# ---- design 1 ----
Design 1, the clock network:
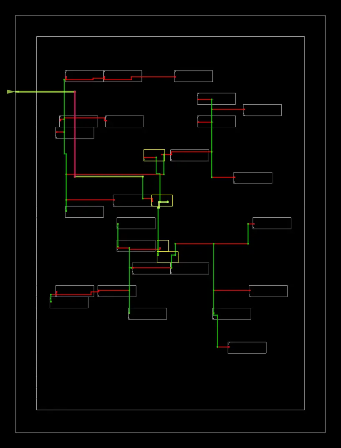

**src/rtl/sched_pkg.sv**
```systemverilog
// Shared types and default constants for the resource scheduler.
//   owner_e : which pipeline owns an in-flight request (P1 = 0, P2 = 1)
//   tag_t   : owner tag held in the in-flight FIFO; alive=0 means drop the result
package sched_pkg;

  typedef enum logic {
    OWNER_P1 = 1'b0,
    OWNER_P2 = 1'b1
  } owner_e;

  typedef struct packed {
    owner_e owner;
    logic   alive;
  } tag_t;

  localparam int DEF_LATENCY         = 2;
  localparam int DEF_MAX_OUTSTANDING = 4;
  localparam int DEF_MAX_WAIT        = 8;

endpackage

```
**src/rtl/resource_scheduler_if.sv**
```systemverilog
// Handshake bundle between two pipelines, the shared resource and the scheduler.
//   master : pipelines/resource side (drives requests, flushes, result valid)
//   slave  : scheduler side (drives grants, stalls, issue info, routed responses)
interface resource_scheduler_if;

  logic req_1;
  logic req_2;
  logic flush_1;
  logic flush_2;
  logic res_valid;
  logic grant_1;
  logic grant_2;
  logic stall_1;
  logic stall_2;
  logic issue_valid;
  logic issue_sel;
  logic rsp_valid_1;
  logic rsp_valid_2;
  logic busy;
  logic err_underflow;

  modport master (
    output req_1, req_2, flush_1, flush_2, res_valid,
    input  grant_1, grant_2, stall_1, stall_2, issue_valid, issue_sel,
           rsp_valid_1, rsp_valid_2, busy, err_underflow
  );

  modport slave (
    input  req_1, req_2, flush_1, flush_2, res_valid,
    output grant_1, grant_2, stall_1, stall_2, issue_valid, issue_sel,
           rsp_valid_1, rsp_valid_2, busy, err_underflow
  );

endinterface

```
**src/rtl/owner_tag_fifo.sv**
```systemverilog
// In-flight owner-tag FIFO with kill-by-owner.
//   clk, reset           : clock, asynchronous active-low reset
//   push, push_owner     : enqueue a live tag for the given owner
//   pop                  : dequeue head (ignored when empty)
//   flush_1, flush_2     : clear alive on every entry owned by that pipe
//   head, empty, full    : head tag and occupancy flags
//   count                : number of entries held
module owner_tag_fifo
  import sched_pkg::*;
#(
  parameter  int DEPTH = DEF_MAX_OUTSTANDING,
  localparam int CNT_W = $clog2(DEPTH + 1)
) (
  input  logic             clk,
  input  logic             reset,
  input  logic             push,
  input  owner_e           push_owner,
  input  logic             pop,
  input  logic             flush_1,
  input  logic             flush_2,
  output tag_t             head,
  output logic             empty,
  output logic             full,
  output logic [CNT_W-1:0] count
);

  localparam int PTR_W = (DEPTH > 1) ? $clog2(DEPTH) : 1;

  tag_t             mem [DEPTH];
  logic [PTR_W-1:0] wr_ptr;
  logic [PTR_W-1:0] rd_ptr;
  logic             do_push;
  logic             do_pop;

  // Explicit wrap so non-power-of-two depths work.
  function automatic logic [PTR_W-1:0] next_ptr(input logic [PTR_W-1:0] p);
    return (p == PTR_W'(DEPTH - 1)) ? '0 : p + 1'b1;
  endfunction

  assign empty   = (count == '0);
  assign full    = (count == CNT_W'(DEPTH));
  assign head    = mem[rd_ptr];
  assign do_push = push & ~full;
  assign do_pop  = pop & ~empty;

  always_ff @(posedge clk or negedge reset) begin
    if (!reset) begin
      wr_ptr <= '0;
      rd_ptr <= '0;
      count  <= '0;
      for (int i = 0; i < DEPTH; i++) mem[i] <= '0;
    end else begin
      for (int i = 0; i < DEPTH; i++) begin
        if ((mem[i].owner == OWNER_P1 && flush_1) ||
            (mem[i].owner == OWNER_P2 && flush_2))
          mem[i].alive <= 1'b0;
      end
      // A fresh push overrides the kill above for its slot; a pipe being
      // flushed never gets a grant, so the new tag is never a flushed one.
      if (do_push) begin
        mem[wr_ptr].owner <= push_owner;
        mem[wr_ptr].alive <= 1'b1;
        wr_ptr            <= next_ptr(wr_ptr);
      end
      if (do_pop) rd_ptr <= next_ptr(rd_ptr);
      case ({do_push, do_pop})
        2'b10:   count <= count + 1'b1;
        2'b01:   count <= count - 1'b1;
        default: count <= count;
      endcase
    end
  end

endmodule

```
**src/rtl/resource_scheduler.sv**
```systemverilog
// Two-pipeline arbiter for one shared fixed-latency resource.
//   clk   : sole clock, rising edge
//   reset : asynchronous, active-low
//   bus   : slave side of resource_scheduler_if (requests, flushes, result
//           valid in; grants, stalls, issue info, routed responses, busy,
//           sticky underflow error out)
// Grants are round-robin with a starvation override; every grant records its
// owner in owner_tag_fifo so the in-order results can be routed back.
module resource_scheduler
  import sched_pkg::*;
#(
  parameter int LATENCY         = DEF_LATENCY,
  parameter int MAX_OUTSTANDING = DEF_MAX_OUTSTANDING,
  parameter int MAX_WAIT        = DEF_MAX_WAIT
) (
  input  logic                  clk,
  input  logic                  reset,
  resource_scheduler_if.slave   bus
);

  localparam int CNT_W  = $clog2(MAX_OUTSTANDING + 1);
  localparam int WAIT_W = $clog2(MAX_WAIT + 1);

  if (LATENCY < 1 || MAX_OUTSTANDING < 1 || MAX_WAIT < 1) begin : g_param_check
    $error("resource_scheduler: LATENCY, MAX_OUTSTANDING and MAX_WAIT must be >= 1");
  end

  logic              eff_1, eff_2;
  logic              starved_1, starved_2;
  logic              pick_2;
  logic              grant_1, grant_2;
  logic              rr_ptr;       // 0 favours pipe1, 1 favours pipe2
  logic [WAIT_W-1:0] wait_1, wait_2;
  logic              err_q;

  tag_t              head;
  logic              empty, full;
  logic [CNT_W-1:0]  count;
  logic              pop;

  always_comb begin
    eff_1     = bus.req_1 & ~bus.flush_1;
    eff_2     = bus.req_2 & ~bus.flush_2;
    starved_1 = (wait_1 == WAIT_W'(MAX_WAIT));
    starved_2 = (wait_2 == WAIT_W'(MAX_WAIT));
    pick_2    = (starved_1 != starved_2) ? starved_2 : rr_ptr;
    grant_1   = 1'b0;
    grant_2   = 1'b0;
    // A full FIFO blocks issue even when a result frees a slot this cycle.
    if (reset && !full) begin
      if (eff_1 && eff_2) begin
        grant_1 = ~pick_2;
        grant_2 = pick_2;
      end else begin
        grant_1 = eff_1;
        grant_2 = eff_2;
      end
    end
  end

  assign pop = reset & bus.res_valid & ~empty;

  always_comb begin
    bus.grant_1       = grant_1;
    bus.grant_2       = grant_2;
    bus.stall_1       = reset & eff_1 & ~grant_1;
    bus.stall_2       = reset & eff_2 & ~grant_2;
    bus.issue_valid   = grant_1 | grant_2;
    bus.issue_sel     = grant_2;
    // A result popping while its owner flushes is dropped.
    bus.rsp_valid_1   = pop & head.alive & (head.owner == OWNER_P1) & ~bus.flush_1;
    bus.rsp_valid_2   = pop & head.alive & (head.owner == OWNER_P2) & ~bus.flush_2;
    bus.busy          = reset & (count != '0);
    bus.err_underflow = err_q;
  end

  always_ff @(posedge clk or negedge reset) begin
    if (!reset) begin
      rr_ptr <= 1'b0;
      wait_1 <= '0;
      wait_2 <= '0;
      err_q  <= 1'b0;
    end else begin
      if (grant_1)      rr_ptr <= 1'b1;
      else if (grant_2) rr_ptr <= 1'b0;

      if (eff_1 && !grant_1) wait_1 <= starved_1 ? wait_1 : wait_1 + 1'b1;
      else                   wait_1 <= '0;
      if (eff_2 && !grant_2) wait_2 <= starved_2 ? wait_2 : wait_2 + 1'b1;
      else                   wait_2 <= '0;

      if (bus.res_valid && empty) err_q <= 1'b1;
    end
  end

  owner_tag_fifo #(
    .DEPTH (MAX_OUTSTANDING)
  ) u_tag_fifo (
    .clk        (clk),
    .reset      (reset),
    .push       (grant_1 | grant_2),
    .push_owner (grant_2 ? OWNER_P2 : OWNER_P1),
    .pop        (pop),
    .flush_1    (bus.flush_1),
    .flush_2    (bus.flush_2),
    .head       (head),
    .empty      (empty),
    .full       (full),
    .count      (count)
  );

endmodule

```
**src/flat_wrapper.sv**
```systemverilog
// flat-port wrapper written by rule: the top's interface ports become plain ports
module resource_scheduler_flat import sched_pkg::*;
#(
  parameter int LATENCY         = DEF_LATENCY,
  parameter int MAX_OUTSTANDING = DEF_MAX_OUTSTANDING,
  parameter int MAX_WAIT        = DEF_MAX_WAIT
)
  (clk, reset, bus_req_1, bus_req_2, bus_flush_1, bus_flush_2, bus_res_valid, bus_grant_1, bus_grant_2, bus_stall_1, bus_stall_2, bus_issue_valid, bus_issue_sel, bus_rsp_valid_1, bus_rsp_valid_2, bus_busy, bus_err_underflow);
  resource_scheduler_if bus_i ();
  input  logic clk;
  input  logic reset;
  input wire logic [$bits(bus_i.req_1)-1:0] bus_req_1;
  input wire logic [$bits(bus_i.req_2)-1:0] bus_req_2;
  input wire logic [$bits(bus_i.flush_1)-1:0] bus_flush_1;
  input wire logic [$bits(bus_i.flush_2)-1:0] bus_flush_2;
  input wire logic [$bits(bus_i.res_valid)-1:0] bus_res_valid;
  output wire logic [$bits(bus_i.grant_1)-1:0] bus_grant_1;
  output wire logic [$bits(bus_i.grant_2)-1:0] bus_grant_2;
  output wire logic [$bits(bus_i.stall_1)-1:0] bus_stall_1;
  output wire logic [$bits(bus_i.stall_2)-1:0] bus_stall_2;
  output wire logic [$bits(bus_i.issue_valid)-1:0] bus_issue_valid;
  output wire logic [$bits(bus_i.issue_sel)-1:0] bus_issue_sel;
  output wire logic [$bits(bus_i.rsp_valid_1)-1:0] bus_rsp_valid_1;
  output wire logic [$bits(bus_i.rsp_valid_2)-1:0] bus_rsp_valid_2;
  output wire logic [$bits(bus_i.busy)-1:0] bus_busy;
  output wire logic [$bits(bus_i.err_underflow)-1:0] bus_err_underflow;
  assign bus_i.req_1 = bus_req_1;
  assign bus_i.req_2 = bus_req_2;
  assign bus_i.flush_1 = bus_flush_1;
  assign bus_i.flush_2 = bus_flush_2;
  assign bus_i.res_valid = bus_res_valid;
  assign bus_grant_1 = bus_i.grant_1;
  assign bus_grant_2 = bus_i.grant_2;
  assign bus_stall_1 = bus_i.stall_1;
  assign bus_stall_2 = bus_i.stall_2;
  assign bus_issue_valid = bus_i.issue_valid;
  assign bus_issue_sel = bus_i.issue_sel;
  assign bus_rsp_valid_1 = bus_i.rsp_valid_1;
  assign bus_rsp_valid_2 = bus_i.rsp_valid_2;
  assign bus_busy = bus_i.busy;
  assign bus_err_underflow = bus_i.err_underflow;
  resource_scheduler #(.LATENCY(LATENCY), .MAX_OUTSTANDING(MAX_OUTSTANDING), .MAX_WAIT(MAX_WAIT)) u_core (.clk(clk), .reset(reset), .bus(bus_i));
endmodule
```
**config.mk**
```make
export PLATFORM = sky130hd
export DESIGN_NAME = resource_scheduler_flat
export DESIGN_NICKNAME = d
export VERILOG_FILES = /design/src/rtl/sched_pkg.sv /design/src/rtl/resource_scheduler_if.sv /design/src/rtl/owner_tag_fifo.sv /design/src/rtl/resource_scheduler.sv /design/src/flat_wrapper.sv
export SDC_FILE = /design/constraint.sdc
export NUM_CORES = 1
export LEC_CHECK = 0
export CORE_ASPECT_RATIO = 1.4
export CORE_MARGIN = 5
export CORE_UTILIZATION = 25
export CTS_BUF_LIST = sky130_fd_sc_hd__clkbuf_4 sky130_fd_sc_hd__clkbuf_8
export CTS_CLUSTER_DIAMETER = 100
export CTS_CLUSTER_SIZE = 30
export DETAILED_ROUTE_END_ITERATION = 6
export GPL_TIMING_DRIVEN = 0
export PLACE_DENSITY = 0.43
export SYNTH_ARGS = -nofsm -noshare
export SYNTH_HDL_FRONTEND = slang
export SYNTH_SLANG_ARGS = --single-unit
```
**constraint.sdc**
```tcl
create_clock -name clk -period 6.1 [get_ports clk]
set_input_delay 0.915 -clock clk [delete_from_list [all_inputs] [get_ports clk]]
set_output_delay 0.915 -clock clk [all_outputs]
set_load 0.01 [all_outputs]
```
# ---- design 2 ----
--- config.mk ---
export PLATFORM = sky130hd
export DESIGN_NAME = type_rule_cfg_writer
export DESIGN_NICKNAME = d
export VERILOG_FILES = /design/src/rtl/parser_cfg_pkg.sv /design/src/rtl/type_rule_unpack.sv /design/src/rtl/type_rule_cfg_writer.sv
export SDC_FILE = /design/constraint.sdc
export NUM_CORES = 1
export LEC_CHECK = 0
export CORE_ASPECT_RATIO = 1.2
export CORE_MARGIN = 2
export CORE_UTILIZATION = 57
export CTS_CLUSTER_SIZE = 30
export DETAILED_ROUTE_END_ITERATION = 12
export PLACE_DENSITY = 0.86
export SLEW_MARGIN = 25
export SYNTH_ARGS = -nofsm -noshare
export SYNTH_HDL_FRONTEND = slang
export SYNTH_SLANG_ARGS = --single-unit
--- constraint.sdc ---
create_clock -name i_clk -period 5.3 [get_ports i_clk]
set_clock_uncertainty 0.15 [all_clocks]
set_input_delay 0.795 -clock i_clk [delete_from_list [all_inputs] [get_ports i_clk]]
set_output_delay 0.795 -clock i_clk [all_outputs]
set_load 0.02 [all_outputs]
--- src/rtl/parser_cfg_pkg.sv ---
// Shared definitions for the parser control-plane writers: opcodes, header
// layout and rule-record sizing helpers.
package parser_cfg_pkg;

    typedef enum logic [3:0] {
        OP_WRITE      = 4'd1,
        OP_INVALIDATE = 4'd2,
        OP_CLEAR_ALL  = 4'd3
    } cfg_opcode_e;

    localparam int CFG_BEAT_W    = 32;
    localparam int HDR_OP_MSB    = 31;
    localparam int HDR_OP_LSB    = 28;
    localparam int HDR_STAGE_MSB = 23;
    localparam int HDR_STAGE_LSB = 16;
    localparam int HDR_IDX_MSB   = 7;
    localparam int HDR_IDX_LSB   = 0;

    function automatic int rule_rec_width(input int type_num, input int type_width,
                                          input int key_num, input int key_off_w,
                                          input int head_w, input int meta_w);
        return 1 + 2 * type_num * type_width + key_num * (key_off_w + 1) + head_w + meta_w;
    endfunction

    function automatic int rule_rec_beats(input int rec_w);
        return (rec_w + CFG_BEAT_W - 1) / CFG_BEAT_W;
    endfunction

endpackage

--- src/rtl/type_rule_unpack.sv ---
// Slices a packed type-rule record into its fields (LSB first: valid,
// typeData, typeMask, keyOffset, headShift, metaShift).
module type_rule_unpack
    import parser_cfg_pkg::*;
#(
    parameter int TYPE_NUM         = 2,
    parameter int TYPE_WIDTH       = 16,
    parameter int KEY_FILED_NUM    = 4,
    parameter int KEY_OFFSET_WIDTH = 7,
    parameter int HEAD_SHIFT_WIDTH = 8,
    parameter int META_SHIFT_WIDTH = 8,
    parameter int REC_W = rule_rec_width(TYPE_NUM, TYPE_WIDTH, KEY_FILED_NUM,
                                         KEY_OFFSET_WIDTH, HEAD_SHIFT_WIDTH, META_SHIFT_WIDTH)
) (
    input  logic [REC_W-1:0]                              rec,
    output logic                                          valid,
    output logic [TYPE_NUM*TYPE_WIDTH-1:0]                type_data,
    output logic [TYPE_NUM*TYPE_WIDTH-1:0]                type_mask,
    output logic [KEY_FILED_NUM*(KEY_OFFSET_WIDTH+1)-1:0] key_offset,
    output logic [HEAD_SHIFT_WIDTH-1:0]                   head_shift,
    output logic [META_SHIFT_WIDTH-1:0]                   meta_shift
);

    localparam int TD_W   = TYPE_NUM * TYPE_WIDTH;
    localparam int KO_W   = KEY_FILED_NUM * (KEY_OFFSET_WIDTH + 1);
    localparam int TD_LSB = 1;
    localparam int TM_LSB = TD_LSB + TD_W;
    localparam int KO_LSB = TM_LSB + TD_W;
    localparam int HS_LSB = KO_LSB + KO_W;
    localparam int MS_LSB = HS_LSB + HEAD_SHIFT_WIDTH;

    assign valid      = rec[0];
    assign type_data  = rec[TM_LSB-1:TD_LSB];
    assign type_mask  = rec[KO_LSB-1:TM_LSB];
    assign key_offset = rec[HS_LSB-1:KO_LSB];
    assign head_shift = rec[MS_LSB-1:HS_LSB];
    assign meta_shift = rec[REC_W-1:MS_LSB];

endmodule

--- src/rtl/type_rule_cfg_writer.sv ---
// Per-stage writer for the type-lookup rule table: assembles rule records
// from a 32-bit cfg beat stream and issues one-cycle table write strobes.
module type_rule_cfg_writer
    import parser_cfg_pkg::*;
#(
    parameter int STAGE_ID         = 0,
    parameter int RULE_NUM         = 8,
    parameter int TYPE_NUM         = 2,
    parameter int TYPE_WIDTH       = 16,
    parameter int KEY_FILED_NUM    = 4,
    parameter int KEY_OFFSET_WIDTH = 7,
    parameter int HEAD_SHIFT_WIDTH = 8,
    parameter int META_SHIFT_WIDTH = 8
) (
    input  logic                                          i_clk,
    input  logic                                          i_rst_n,
    input  logic                                          i_cfg_valid,
    input  logic [31:0]                                   i_cfg_data,
    input  logic                                          i_cfg_last,
    output logic                                          o_cfg_ready,
    output logic [RULE_NUM-1:0]                           o_rule_wren,
    output logic                                          o_typeRule_valid,
    output logic [TYPE_NUM*TYPE_WIDTH-1:0]                o_typeRule_typeData,
    output logic [TYPE_NUM*TYPE_WIDTH-1:0]                o_typeRule_typeMask,
    output logic [KEY_FILED_NUM*(KEY_OFFSET_WIDTH+1)-1:0] o_typeRule_keyOffset,
    output logic [HEAD_SHIFT_WIDTH-1:0]                   o_typeRule_headShift,
    output logic [META_SHIFT_WIDTH-1:0]                   o_typeRule_metaShift,
    output logic                                          o_cfg_done,
    output logic                                          o_cfg_err,
    output logic [7:0]                                    o_err_cnt
);

    localparam int REC_W = rule_rec_width(TYPE_NUM, TYPE_WIDTH, KEY_FILED_NUM,
                                          KEY_OFFSET_WIDTH, HEAD_SHIFT_WIDTH, META_SHIFT_WIDTH);
    localparam int NB    = rule_rec_beats(REC_W);
    localparam int SR_W  = NB * CFG_BEAT_W;
    localparam int TD_W  = TYPE_NUM * TYPE_WIDTH;
    localparam int KO_W  = KEY_FILED_NUM * (KEY_OFFSET_WIDTH + 1);
    localparam logic [7:0] LAST_BEAT = 8'(NB - 1);

    localparam logic [1:0] ST_IDLE    = 2'd0;
    localparam logic [1:0] ST_PAYLOAD = 2'd1;
    localparam logic [1:0] ST_DRAIN   = 2'd2;
    localparam logic [1:0] ST_COMMIT  = 2'd3;

    logic [1:0]          state_r, state_next_s;
    logic [7:0]          beat_cnt_r, beat_cnt_next_s;
    logic [SR_W-1:0]     rec_r, rec_next_s;
    logic [3:0]          op_r, cmd_op_s, hdr_op_s;
    logic [7:0]          stage_r, cmd_stage_s, hdr_stage_s;
    logic [7:0]          idx_r, cmd_idx_s, hdr_idx_s;
    logic                ready_r, accept_s, fmt_err_s, go_commit_s;
    logic                stage_ok_s, idx_ok_s, is_clear_s, is_write_s;
    logic                do_write_s, err_s;
    logic [RULE_NUM-1:0] wren_s, wren_r;
    logic                done_r, err_r;
    logic [7:0]          err_cnt_r;

    logic                valid_s, valid_r;
    logic [TD_W-1:0]     type_data_s, type_data_r, type_mask_s, type_mask_r;
    logic [KO_W-1:0]     key_offset_s, key_offset_r;
    logic [HEAD_SHIFT_WIDTH-1:0] head_shift_s, head_shift_r;
    logic [META_SHIFT_WIDTH-1:0] meta_shift_s, meta_shift_r;
    logic                unused_hdr_s;

    assign accept_s    = i_cfg_valid & ready_r;
    assign hdr_op_s    = i_cfg_data[HDR_OP_MSB:HDR_OP_LSB];
    assign hdr_stage_s = i_cfg_data[HDR_STAGE_MSB:HDR_STAGE_LSB];
    assign hdr_idx_s   = i_cfg_data[HDR_IDX_MSB:HDR_IDX_LSB];
    assign unused_hdr_s = ^{i_cfg_data[27:24], i_cfg_data[15:8], rec_next_s};

    // Beat 0 must end up at the record LSBs, so new beats enter at the top.
    generate
        if (NB == 1) begin : g_rec_one
            assign rec_next_s = i_cfg_data;
        end else begin : g_rec_shift
            assign rec_next_s = {i_cfg_data, rec_r[SR_W-1:CFG_BEAT_W]};
        end
    endgenerate

    type_rule_unpack #(
        .TYPE_NUM         (TYPE_NUM),
        .TYPE_WIDTH       (TYPE_WIDTH),
        .KEY_FILED_NUM    (KEY_FILED_NUM),
        .KEY_OFFSET_WIDTH (KEY_OFFSET_WIDTH),
        .HEAD_SHIFT_WIDTH (HEAD_SHIFT_WIDTH),
        .META_SHIFT_WIDTH (META_SHIFT_WIDTH),
        .REC_W            (REC_W)
    ) u_unpack (
        .rec        (rec_next_s[REC_W-1:0]),
        .valid      (valid_s),
        .type_data  (type_data_s),
        .type_mask  (type_mask_s),
        .key_offset (key_offset_s),
        .head_shift (head_shift_s),
        .meta_shift (meta_shift_s)
    );

    // Command sequencing: header/payload framing checks and next state.
    always_comb begin
        state_next_s    = state_r;
        beat_cnt_next_s = beat_cnt_r;
        fmt_err_s       = 1'b0;
        go_commit_s     = 1'b0;
        cmd_op_s        = op_r;
        cmd_stage_s     = stage_r;
        cmd_idx_s       = idx_r;
        case (state_r)
            ST_IDLE: begin
                cmd_op_s    = hdr_op_s;
                cmd_stage_s = hdr_stage_s;
                cmd_idx_s   = hdr_idx_s;
                if (accept_s) begin
                    if ((hdr_op_s == OP_WRITE) && !i_cfg_last) begin
                        state_next_s    = ST_PAYLOAD;
                        beat_cnt_next_s = 8'd0;
                    end else if (((hdr_op_s == OP_INVALIDATE) || (hdr_op_s == OP_CLEAR_ALL)) && i_cfg_last) begin
                        state_next_s = ST_COMMIT;
                        go_commit_s  = 1'b1;
                    end else begin
                        fmt_err_s    = 1'b1;
                        state_next_s = i_cfg_last ? ST_IDLE : ST_DRAIN;
                    end
                end else begin
                    state_next_s = ST_IDLE;
                end
            end
            ST_PAYLOAD: begin
                if (accept_s) begin
                    beat_cnt_next_s = beat_cnt_r + 8'd1;
                    if (beat_cnt_r == LAST_BEAT) begin
                        if (i_cfg_last) begin
                            state_next_s = ST_COMMIT;
                            go_commit_s  = 1'b1;
                        end else begin
                            fmt_err_s    = 1'b1;
                            state_next_s = ST_DRAIN;
                        end
                    end else if (i_cfg_last) begin
                        fmt_err_s    = 1'b1;
                        state_next_s = ST_IDLE;
                    end else begin
                        state_next_s = ST_PAYLOAD;
                    end
                end else begin
                    state_next_s = ST_PAYLOAD;
                end
            end
            ST_DRAIN: begin
                if (accept_s && i_cfg_last) begin
                    state_next_s = ST_IDLE;
                end else begin
                    state_next_s = ST_DRAIN;
                end
            end
            ST_COMMIT: state_next_s = ST_IDLE;
            default:   state_next_s = ST_IDLE;
        endcase
    end

    // Commit decode: target check and strobe pattern for the command.
    always_comb begin
        stage_ok_s = (cmd_stage_s == 8'(STAGE_ID));
        idx_ok_s   = ({1'b0, cmd_idx_s} < 9'(RULE_NUM));
        is_clear_s = (cmd_op_s == OP_CLEAR_ALL);
        is_write_s = (cmd_op_s == OP_WRITE);
        do_write_s = go_commit_s & stage_ok_s & (is_clear_s | idx_ok_s);
        err_s      = fmt_err_s | (go_commit_s & stage_ok_s & ~is_clear_s & ~idx_ok_s);
        wren_s     = '0;
        for (int i = 0; i < RULE_NUM; i++) begin
            wren_s[i] = is_clear_s | (cmd_idx_s == 8'(i));
        end
    end

    // Control state, header capture, record assembly and output registers.
    always_ff @(posedge i_clk or negedge i_rst_n) begin
        if (!i_rst_n) begin
            state_r      <= ST_IDLE;
            beat_cnt_r   <= 8'd0;
            rec_r        <= '0;
            op_r         <= 4'd0;
            stage_r      <= 8'd0;
            idx_r        <= 8'd0;
            ready_r      <= 1'b0;
            wren_r       <= '0;
            done_r       <= 1'b0;
            err_r        <= 1'b0;
            err_cnt_r    <= 8'd0;
            valid_r      <= 1'b0;
            type_data_r  <= '0;
            type_mask_r  <= '0;
            key_offset_r <= '0;
            head_shift_r <= '0;
            meta_shift_r <= '0;
        end else begin
            state_r    <= state_next_s;
            beat_cnt_r <= beat_cnt_next_s;
            ready_r    <= (state_next_s != ST_COMMIT);
            if ((state_r == ST_IDLE) && accept_s) begin
                op_r    <= hdr_op_s;
                stage_r <= hdr_stage_s;
                idx_r   <= hdr_idx_s;
            end
            if ((state_r == ST_PAYLOAD) && accept_s) begin
                rec_r <= rec_next_s;
            end
            wren_r <= do_write_s ? wren_s : '0;
            done_r <= do_write_s;
            err_r  <= err_s;
            if (err_s && (err_cnt_r != 8'hFF)) begin
                err_cnt_r <= err_cnt_r + 8'd1;
            end
            // Invalidate and clear-all write an all-zero rule.
            if (do_write_s) begin
                valid_r      <= is_write_s ? valid_s      : 1'b0;
                type_data_r  <= is_write_s ? type_data_s  : '0;
                type_mask_r  <= is_write_s ? type_mask_s  : '0;
                key_offset_r <= is_write_s ? key_offset_s : '0;
                head_shift_r <= is_write_s ? head_shift_s : '0;
                meta_shift_r <= is_write_s ? meta_shift_s : '0;
            end
        end
    end

    assign o_cfg_ready          = ready_r;
    assign o_rule_wren          = wren_r;
    assign o_cfg_done           = done_r;
    assign o_cfg_err            = err_r;
    assign o_err_cnt            = err_cnt_r;
    assign o_typeRule_valid     = valid_r;
    assign o_typeRule_typeData  = type_data_r;
    assign o_typeRule_typeMask  = type_mask_r;
    assign o_typeRule_keyOffset = key_offset_r;
    assign o_typeRule_headShift = head_shift_r;
    assign o_typeRule_metaShift = meta_shift_r;

endmodule

# ---- design 3 ----
--- src/rtl/miss_refill_ctrl_pkg.sv ---
// Shared state and owner encodings for the cache-miss refill controller.
package refill_pkg;
  localparam int LINE_WORDS_DFLT = 4;
  localparam int IDX_W = $clog2(LINE_WORDS_DFLT);

  typedef enum logic [1:0] {
    ST_IDLE = 2'd0,
    ST_RD   = 2'd1,
    ST_WAIT = 2'd2
  } state_e;

  typedef enum logic {
    OWN_I = 1'b0,
    OWN_D = 1'b1
  } owner_e;
endpackage

--- src/rtl/miss_refill_ctrl_word_ctr.sv ---
// Loadable wrapping word-index counter with a words-transferred count for one line.
module refill_word_ctr
  import refill_pkg::*;
#(
  parameter int LINE_WORDS = LINE_WORDS_DFLT,
  localparam int IW = $clog2(LINE_WORDS)
) (
  input  logic          Clk,
  input  logic          Rst,
  input  logic          load,
  input  logic [IW-1:0] start,
  input  logic          step,
  output logic [IW-1:0] idx,
  output logic          last
);
  logic [IW-1:0] idx_q;
  logic [IW-1:0] cnt_q;

  // Line size is a power of two, so natural overflow gives the modulo wrap.
  always_ff @(posedge Clk or posedge Rst) begin
    if (Rst) begin
      idx_q <= '0;
      cnt_q <= '0;
    end else if (load) begin
      idx_q <= start;
      cnt_q <= '0;
    end else if (step) begin
      idx_q <= idx_q + IW'(1);
      cnt_q <= cnt_q + IW'(1);
    end
  end

  assign idx  = idx_q;
  assign last = (cnt_q == IW'(LINE_WORDS - 1));
endmodule

--- src/rtl/miss_refill_ctrl.sv ---
// Refills I/D cache lines from the single memory read port, one word per read.
// Define MISS_REFILL_CRIT_FIRST_EN to start each line at the missed word.
//
// state   | meaning
// IDLE    | no line in progress; arbitrate (D over I)
// RD      | o_MemRd held, waiting for i_MemValid
// WAIT    | fill word presented; issue next read or finish
module miss_refill_ctrl
  import refill_pkg::*;
#(
  parameter int ADDR_W = 32,
  parameter int DATA_W = 32,
  parameter int LINE_WORDS = LINE_WORDS_DFLT,
  localparam int IW = $clog2(LINE_WORDS)
) (
  input  logic              Clk,
  input  logic              Rst,
  input  logic              i_IReq,
  input  logic [ADDR_W-1:0] i_IAddr,
  input  logic              i_DReq,
  input  logic [ADDR_W-1:0] i_DAddr,
  output logic              o_MemRd,
  output logic [ADDR_W-1:0] o_MemAddr,
  input  logic              i_MemValid,
  input  logic [DATA_W-1:0] i_MemData,
  output logic [DATA_W-1:0] o_Fill_Data,
  output logic [IW-1:0]     o_Fill_Idx,
  output logic              o_IFill_We,
  output logic              o_DFill_We,
  output logic              o_IDone,
  output logic              o_DDone
);
  localparam int LOFF = IW + 2;
  localparam int BW   = ADDR_W - LOFF;

  state_e            state_q;
  owner_e            owner_q;
  logic [BW-1:0]     base_q;
  logic              flush_q;
  logic              fin_q;
  logic              mem_rd_q;
  logic [ADDR_W-1:0] mem_addr_q;
  logic [DATA_W-1:0] fill_data_q;
  logic [IW-1:0]     fill_idx_q;
  logic              ifill_we_q;
  logic              dfill_we_q;
  logic              idone_q;
  logic              ddone_q;

  logic              grant;
  logic              sel_dcache;
  logic              owner_req;
  logic              accept;
  logic              fill_ok;
  logic [ADDR_W-1:0] req_addr;
  logic [IW-1:0]     start_idx;
  logic [IW-1:0]     ctr_idx;
  logic              ctr_last;
  logic              unused_addr_bits;

  assign grant      = (state_q == ST_IDLE) && (i_DReq || i_IReq);
  assign sel_dcache = i_DReq;
  assign req_addr   = sel_dcache ? i_DAddr : i_IAddr;
  assign owner_req  = (owner_q == OWN_D) ? i_DReq : i_IReq;
  assign accept     = (state_q == ST_RD) && i_MemValid;
  assign fill_ok    = !flush_q && owner_req;

`ifdef MISS_REFILL_CRIT_FIRST_EN
  assign start_idx = req_addr[LOFF-1:2];
`else
  assign start_idx = '0;
`endif
  assign unused_addr_bits = ^req_addr[LOFF-1:0];

  refill_word_ctr #(.LINE_WORDS(LINE_WORDS)) u_word_ctr (
    .Clk  (Clk),
    .Rst  (Rst),
    .load (grant),
    .start(start_idx),
    .step (accept),
    .idx  (ctr_idx),
    .last (ctr_last)
  );

  always_ff @(posedge Clk or posedge Rst) begin
    if (Rst) begin
      state_q     <= ST_IDLE;
      owner_q     <= OWN_I;
      base_q      <= '0;
      flush_q     <= 1'b0;
      fin_q       <= 1'b0;
      mem_rd_q    <= 1'b0;
      mem_addr_q  <= '0;
      fill_data_q <= '0;
      fill_idx_q  <= '0;
      ifill_we_q  <= 1'b0;
      dfill_we_q  <= 1'b0;
      idone_q     <= 1'b0;
      ddone_q     <= 1'b0;
    end else begin
      ifill_we_q <= 1'b0;
      dfill_we_q <= 1'b0;
      idone_q    <= 1'b0;
      ddone_q    <= 1'b0;
      case (state_q)
        ST_IDLE: begin
          if (grant) begin
            owner_q    <= sel_dcache ? OWN_D : OWN_I;
            base_q     <= req_addr[ADDR_W-1:LOFF];
            mem_addr_q <= {req_addr[ADDR_W-1:LOFF], start_idx, 2'b00};
            mem_rd_q   <= 1'b1;
            flush_q    <= 1'b0;
            fin_q      <= 1'b0;
            state_q    <= ST_RD;
          end
        end
        ST_RD: begin
          // A dropped request mid-read is sticky: the read still completes but is discarded.
          if (!owner_req) flush_q <= 1'b1;
          if (i_MemValid) begin
            mem_rd_q <= 1'b0;
            state_q  <= ST_WAIT;
            if (fill_ok) begin
              fill_data_q <= i_MemData;
              fill_idx_q  <= ctr_idx;
              ifill_we_q  <= (owner_q == OWN_I);
              dfill_we_q  <= (owner_q == OWN_D);
              idone_q     <= (owner_q == OWN_I) && ctr_last;
              ddone_q     <= (owner_q == OWN_D) && ctr_last;
              fin_q       <= ctr_last;
            end
          end
        end
        ST_WAIT: begin
          if (fin_q || flush_q || !owner_req) begin
            state_q <= ST_IDLE;
          end else begin
            mem_rd_q   <= 1'b1;
            mem_addr_q <= {base_q, ctr_idx, 2'b00};
            state_q    <= ST_RD;
          end
        end
        default: state_q <= ST_IDLE;
      endcase
    end
  end

  assign o_MemRd     = mem_rd_q;
  assign o_MemAddr   = mem_addr_q;
  assign o_Fill_Data = fill_data_q;
  assign o_Fill_Idx  = fill_idx_q;
  assign o_IFill_We  = ifill_we_q;
  assign o_DFill_We  = dfill_we_q;
  assign o_IDone     = idone_q;
  assign o_DDone     = ddone_q;
endmodule

--- config.mk ---
export PLATFORM = sky130hd
export DESIGN_NAME = miss_refill_ctrl
export DESIGN_NICKNAME = d
export VERILOG_FILES = /design/src/rtl/miss_refill_ctrl_pkg.sv /design/src/rtl/miss_refill_ctrl_word_ctr.sv /design/src/rtl/miss_refill_ctrl.sv
export SDC_FILE = /design/constraint.sdc
export NUM_CORES = 1
export LEC_CHECK = 0
export CORE_UTILIZATION = 55
export CTS_BUF_LIST = sky130_fd_sc_hd__clkbuf_4
export DETAILED_ROUTE_END_ITERATION = 10
export DONT_BUFFER_PORTS = 1
export PLACE_DENSITY = 0.73
export SETUP_SLACK_MARGIN = 0.15
export SLEW_MARGIN = 20
export SYNTH_ARGS = -nofsm -noshare
export SYNTH_HDL_FRONTEND = slang
export SYNTH_SLANG_ARGS = --single-unit
--- constraint.sdc ---
create_clock -name Clk -period 5.28 [get_ports Clk]
set_input_delay 1.056 -clock Clk [delete_from_list [all_inputs] [get_ports Clk]]
set_output_delay 1.056 -clock Clk [all_outputs]
set_load 0.05 [all_outputs]

==> layout pictures side by side <==
Cell density map.
panel A
The bar under the picture is 50 um long. 13 x 15 tiles, from dark purple (low) to yellow (high), 0 to 100% covered.
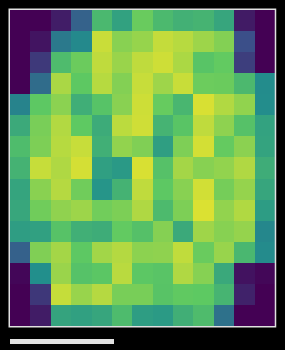
panel B
The bar under the picture is 20 um long. 10 x 10 tiles, from dark purple (low) to yellow (high), 0 to 100% covered.
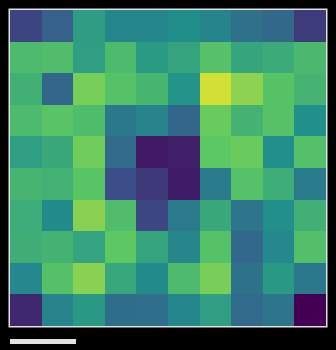
panel C
The bar under the picture is 20 um long. 7 x 10 tiles, from dark purple (low) to yellow (high), 0 to 100% covered.
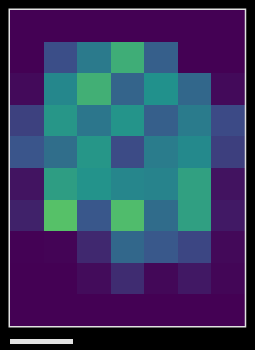
- design 1 = panel C
- design 2 = panel A
- design 3 = panel B

Design 3, sequential cells coloured by netlist name:
The bar under the picture is 20 um long. Other sequential cells in the stronger grey, the rest of the logic in the fainter grey.
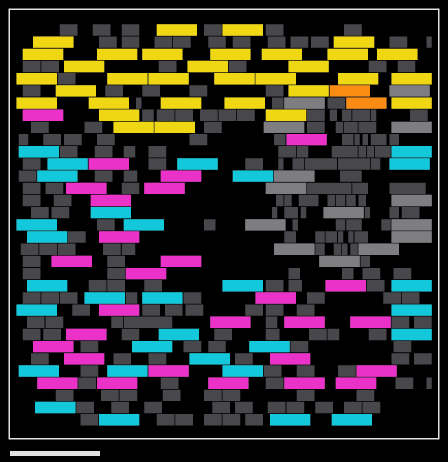
Key: base_q = magenta [flops 28]; u_word_ctr.idx = orange [flops 2]; o_Fill_Data = yellow [flops 32, where a band across the top]; o_MemAddr = cyan [flops 30]

Design 3, wiring heat map:
19 x 19 tiles, from dark purple (low) to yellow (high), scaled to the fullest tile. Values are wire area over tile area, all layers added.
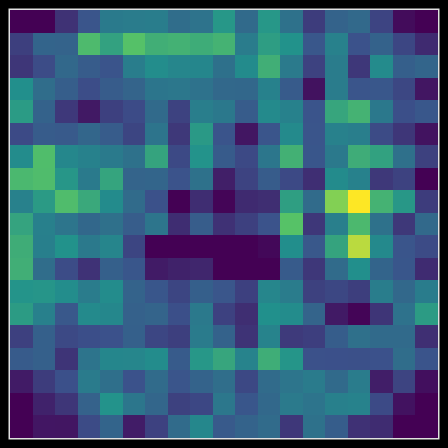
The emptiest ninth of the die: middle. The mean over all tiles is 0.14. 5.5% of the tiles are nearly empty.

==> ci_impl_report.md, design 3 <==
### Yosys + OpenROAD results

| Metric | Value |
|---|---|
| Mux share | `0.3501` |
| Final-report max-slew violation count | `0` |
| Tapcell Cnt | `105` |
| Routed via count divided by cell count | `5.939` |
| Final Cycle Share | `0.4217` |
| Vertical die size | `95.59 um` |
| Cts-stage hold buffer count | `0` |
| Post-route cell area | `5001 sq um` |
| Net count, final | `421` |
| Share of synthesized registers carrying an async set or reset | `1.000` |
| Gr busiest metal | `met2` |
| Kind of cell adding the most delay to the critical path | `simple AND/OR/NAND/NOR gates` |
| Switching Share | `0.4845` |
| Total DRC errors in the routed layout | `0` |
| Outcome | `complete, no violations` |
| Signal buffers share of area | `0.01001` |
| Clock slew at the register clock pins of the worst setup and hold paths | `0.16 ns` |
| DRT Wirelength | `8208 um` |
| Minimum hold slack | `0.5156 ns` |
| # clock sinks | `106` |
| Total net switching power | `0.001745 W` |
| Top cells by area | `dfrtp_1 55%, mux2_2 34%, buf_4 1.4%` |
| Std-Cell Rows | `33` |
[design 3: Yosys cell counts, drive strengths merged, types with 2 or more instances]
library cell	n
dfrtp	106
a21o	2
mux2i	3
a21oi	3
nor2	6
nor3	2
inv	5
buf	18
nand2	2
nand3	2
and2	2
or2	3
o21ai	4
mux2	146
nor2b	3
[design 3: state kept, by name, indices dropped and copies added (netlist names), 2 cells and up]
| signal | cells |
|---|---|
| state_q | 2 |
| o_MemAddr | 30 |
| u_word_ctr.idx | 2 |
| u_word_ctr.cnt_q | 2 |
| o_Fill_Data | 32 |
| base_q | 28 |
| o_Fill_Idx | 2 |
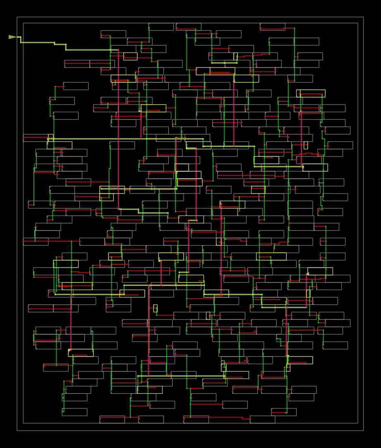
Design 2: the clock network
clock buffer count in the final layout: 38
TritonCTS Buffers: 24
Power Clock: 0.00176 W
Flop Count: 258
Clock Latency Late Sink: 0.51 ns

==> ci_impl_report.md, design 2 <==
### Yosys + OpenROAD results

| Metric | Value |
|---|---|
| Outcome | `complete, no violations` |
| Final critical path time including I/O delays and setup | `3.586 ns` |
| Number of DRC markers after the initial detailed-route iteration | `535` |
| Worst reg2reg path endpoint | `o_typeRule_typeMask[12]$_DFFE_PN0P_` |
| Relative area change from synthesis to final layout | `24.52%` |
| Total DRC errors in the routed layout | `0` |
| Gr busiest metal | `met2` |
| Sequential area share after synthesis | `0.6218` |
| Critical path start-end classification | `flop to flop` |
| Critical path fanouts, max | `80` |
| Setup TNS | `0 ns` |
| Cts-stage hold buffer count | `0` |
| Area figure in the yosys stat output | `10,380 sq um` |
| Slack of the worst reg-to-reg path | `1.71 ns` |
| Mux share | `0.1300` |
## design 2: worst max-delay path, cell delays in order (launching register included)
cell	delay [ns]
dfrtp_1	0.47
nor2_1	0.62
nor3_1	0.10
a31oi_1	0.46
a21bo_4	0.79
buf_4	0.60
o21ai_0	0.20
## design 2: flip-flops by register name, indices dropped and copies added, names as in the netlist, 2 cells and up
signal,cells
o_typeRule_metaShift,8
state_r,2
o_typeRule_typeData,32
o_err_cnt,8
op_r,4
o_typeRule_keyOffset,32
stage_r,8
idx_r,8
beat_cnt_r,8
o_rule_wren,8
o_typeRule_typeMask,32
rec_r,96
o_typeRule_headShift,8
Design 1, metal layers overlaid:
Two of the layers only.
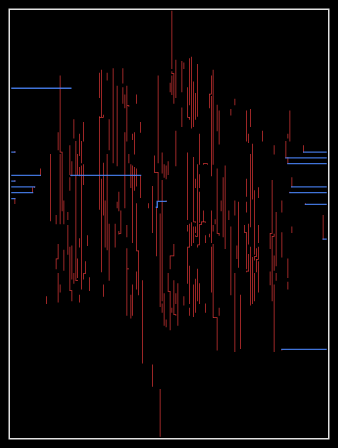
Key: met2 = red [wire length 1,570 um]; met3 = blue [wire length 109 um]

Design 1, wiring heat map:
15 x 20 tiles, from dark purple (low) to yellow (high), scaled to the fullest tile. Values are wire area over tile area, all layers added.
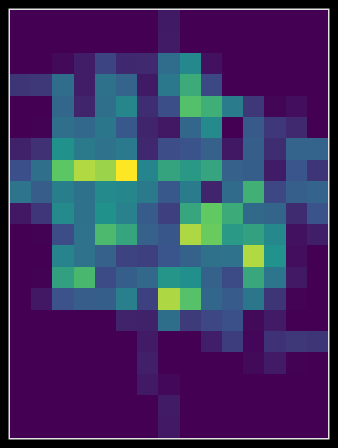
9.7% of the tiles are over half the peak. The fullest tile reaches 0.35. 43% of the tiles are nearly empty. The emptiest ninth of the die: bottom left. The mean over all tiles is 0.065.

Notes on 'the clock network' of design 1 above:
Final Skew: 0.01109 ns
# clock sinks: 25
clock buffer count in the final layout: 4

==> ci_impl_report.md, design 1 <==
### Yosys + OpenROAD results

| Metric | Value |
|---|---|
| Total tool warning count | `31` |
| Cells after synthesis | `136` |
| Yosys cell count | `136` |
| Number of levels the H-tree was split into | `1` |
| Main logic family | `simple AND/OR/NAND/NOR gates` |
| Share of synthesized registers carrying an async set or reset | `1.000` |
| Reg-to-Reg Start | `u_core.u_tag_fifo.count[0]$_DFFE_PN0P_` |
| Routed via count divided by cell count | `4.549` |
| Area figure in the yosys stat output | `1455 sq um` |
| Hold EP | `u_core.bus.err_underflow$_DFFE_PN0P_` |
| Post-CTS setup-driven buffer insertion count | `0` |
| Placement-stage cell area | `1703 sq um` |
| Tapcell Cnt | `70` |
| Portion of the layout cell area used by clock cells | `0.02794` |
| TritonCTS Buffers | `3` |
| FF+latch area | `625.6 sq um` |
| Outcome | `complete, no violations` |
| Finished Core Util | `0.3022` |
| Net count, final | `175` |
| Count of fill cells added during filler insertion | `626` |
-- design 1: metal layers --
metal / GRT usage / routed length (um) / vias to the layer above
met4: 0.02466 / 20 / 0
met5: 0 / 0 / -
li1: - / - / 504
met3: 0.01603 / 108 / 2
met1: 0.1200 / 1452 / 504
met2: 0.1611 / 1566 / 18
-- design 1: power breakdown --
part           total (W)  switching (W)  leakage, nW  internal [W]
logic           0.000219       0.000101        0.417      0.000117
clock network   0.000107      0.0000556       0.0262     0.0000512
registers       0.000268      0.0000513        0.319      0.000217
total           0.000594       0.000208        0.763      0.000386

Power is estimated from default activity; no workload was simulated.
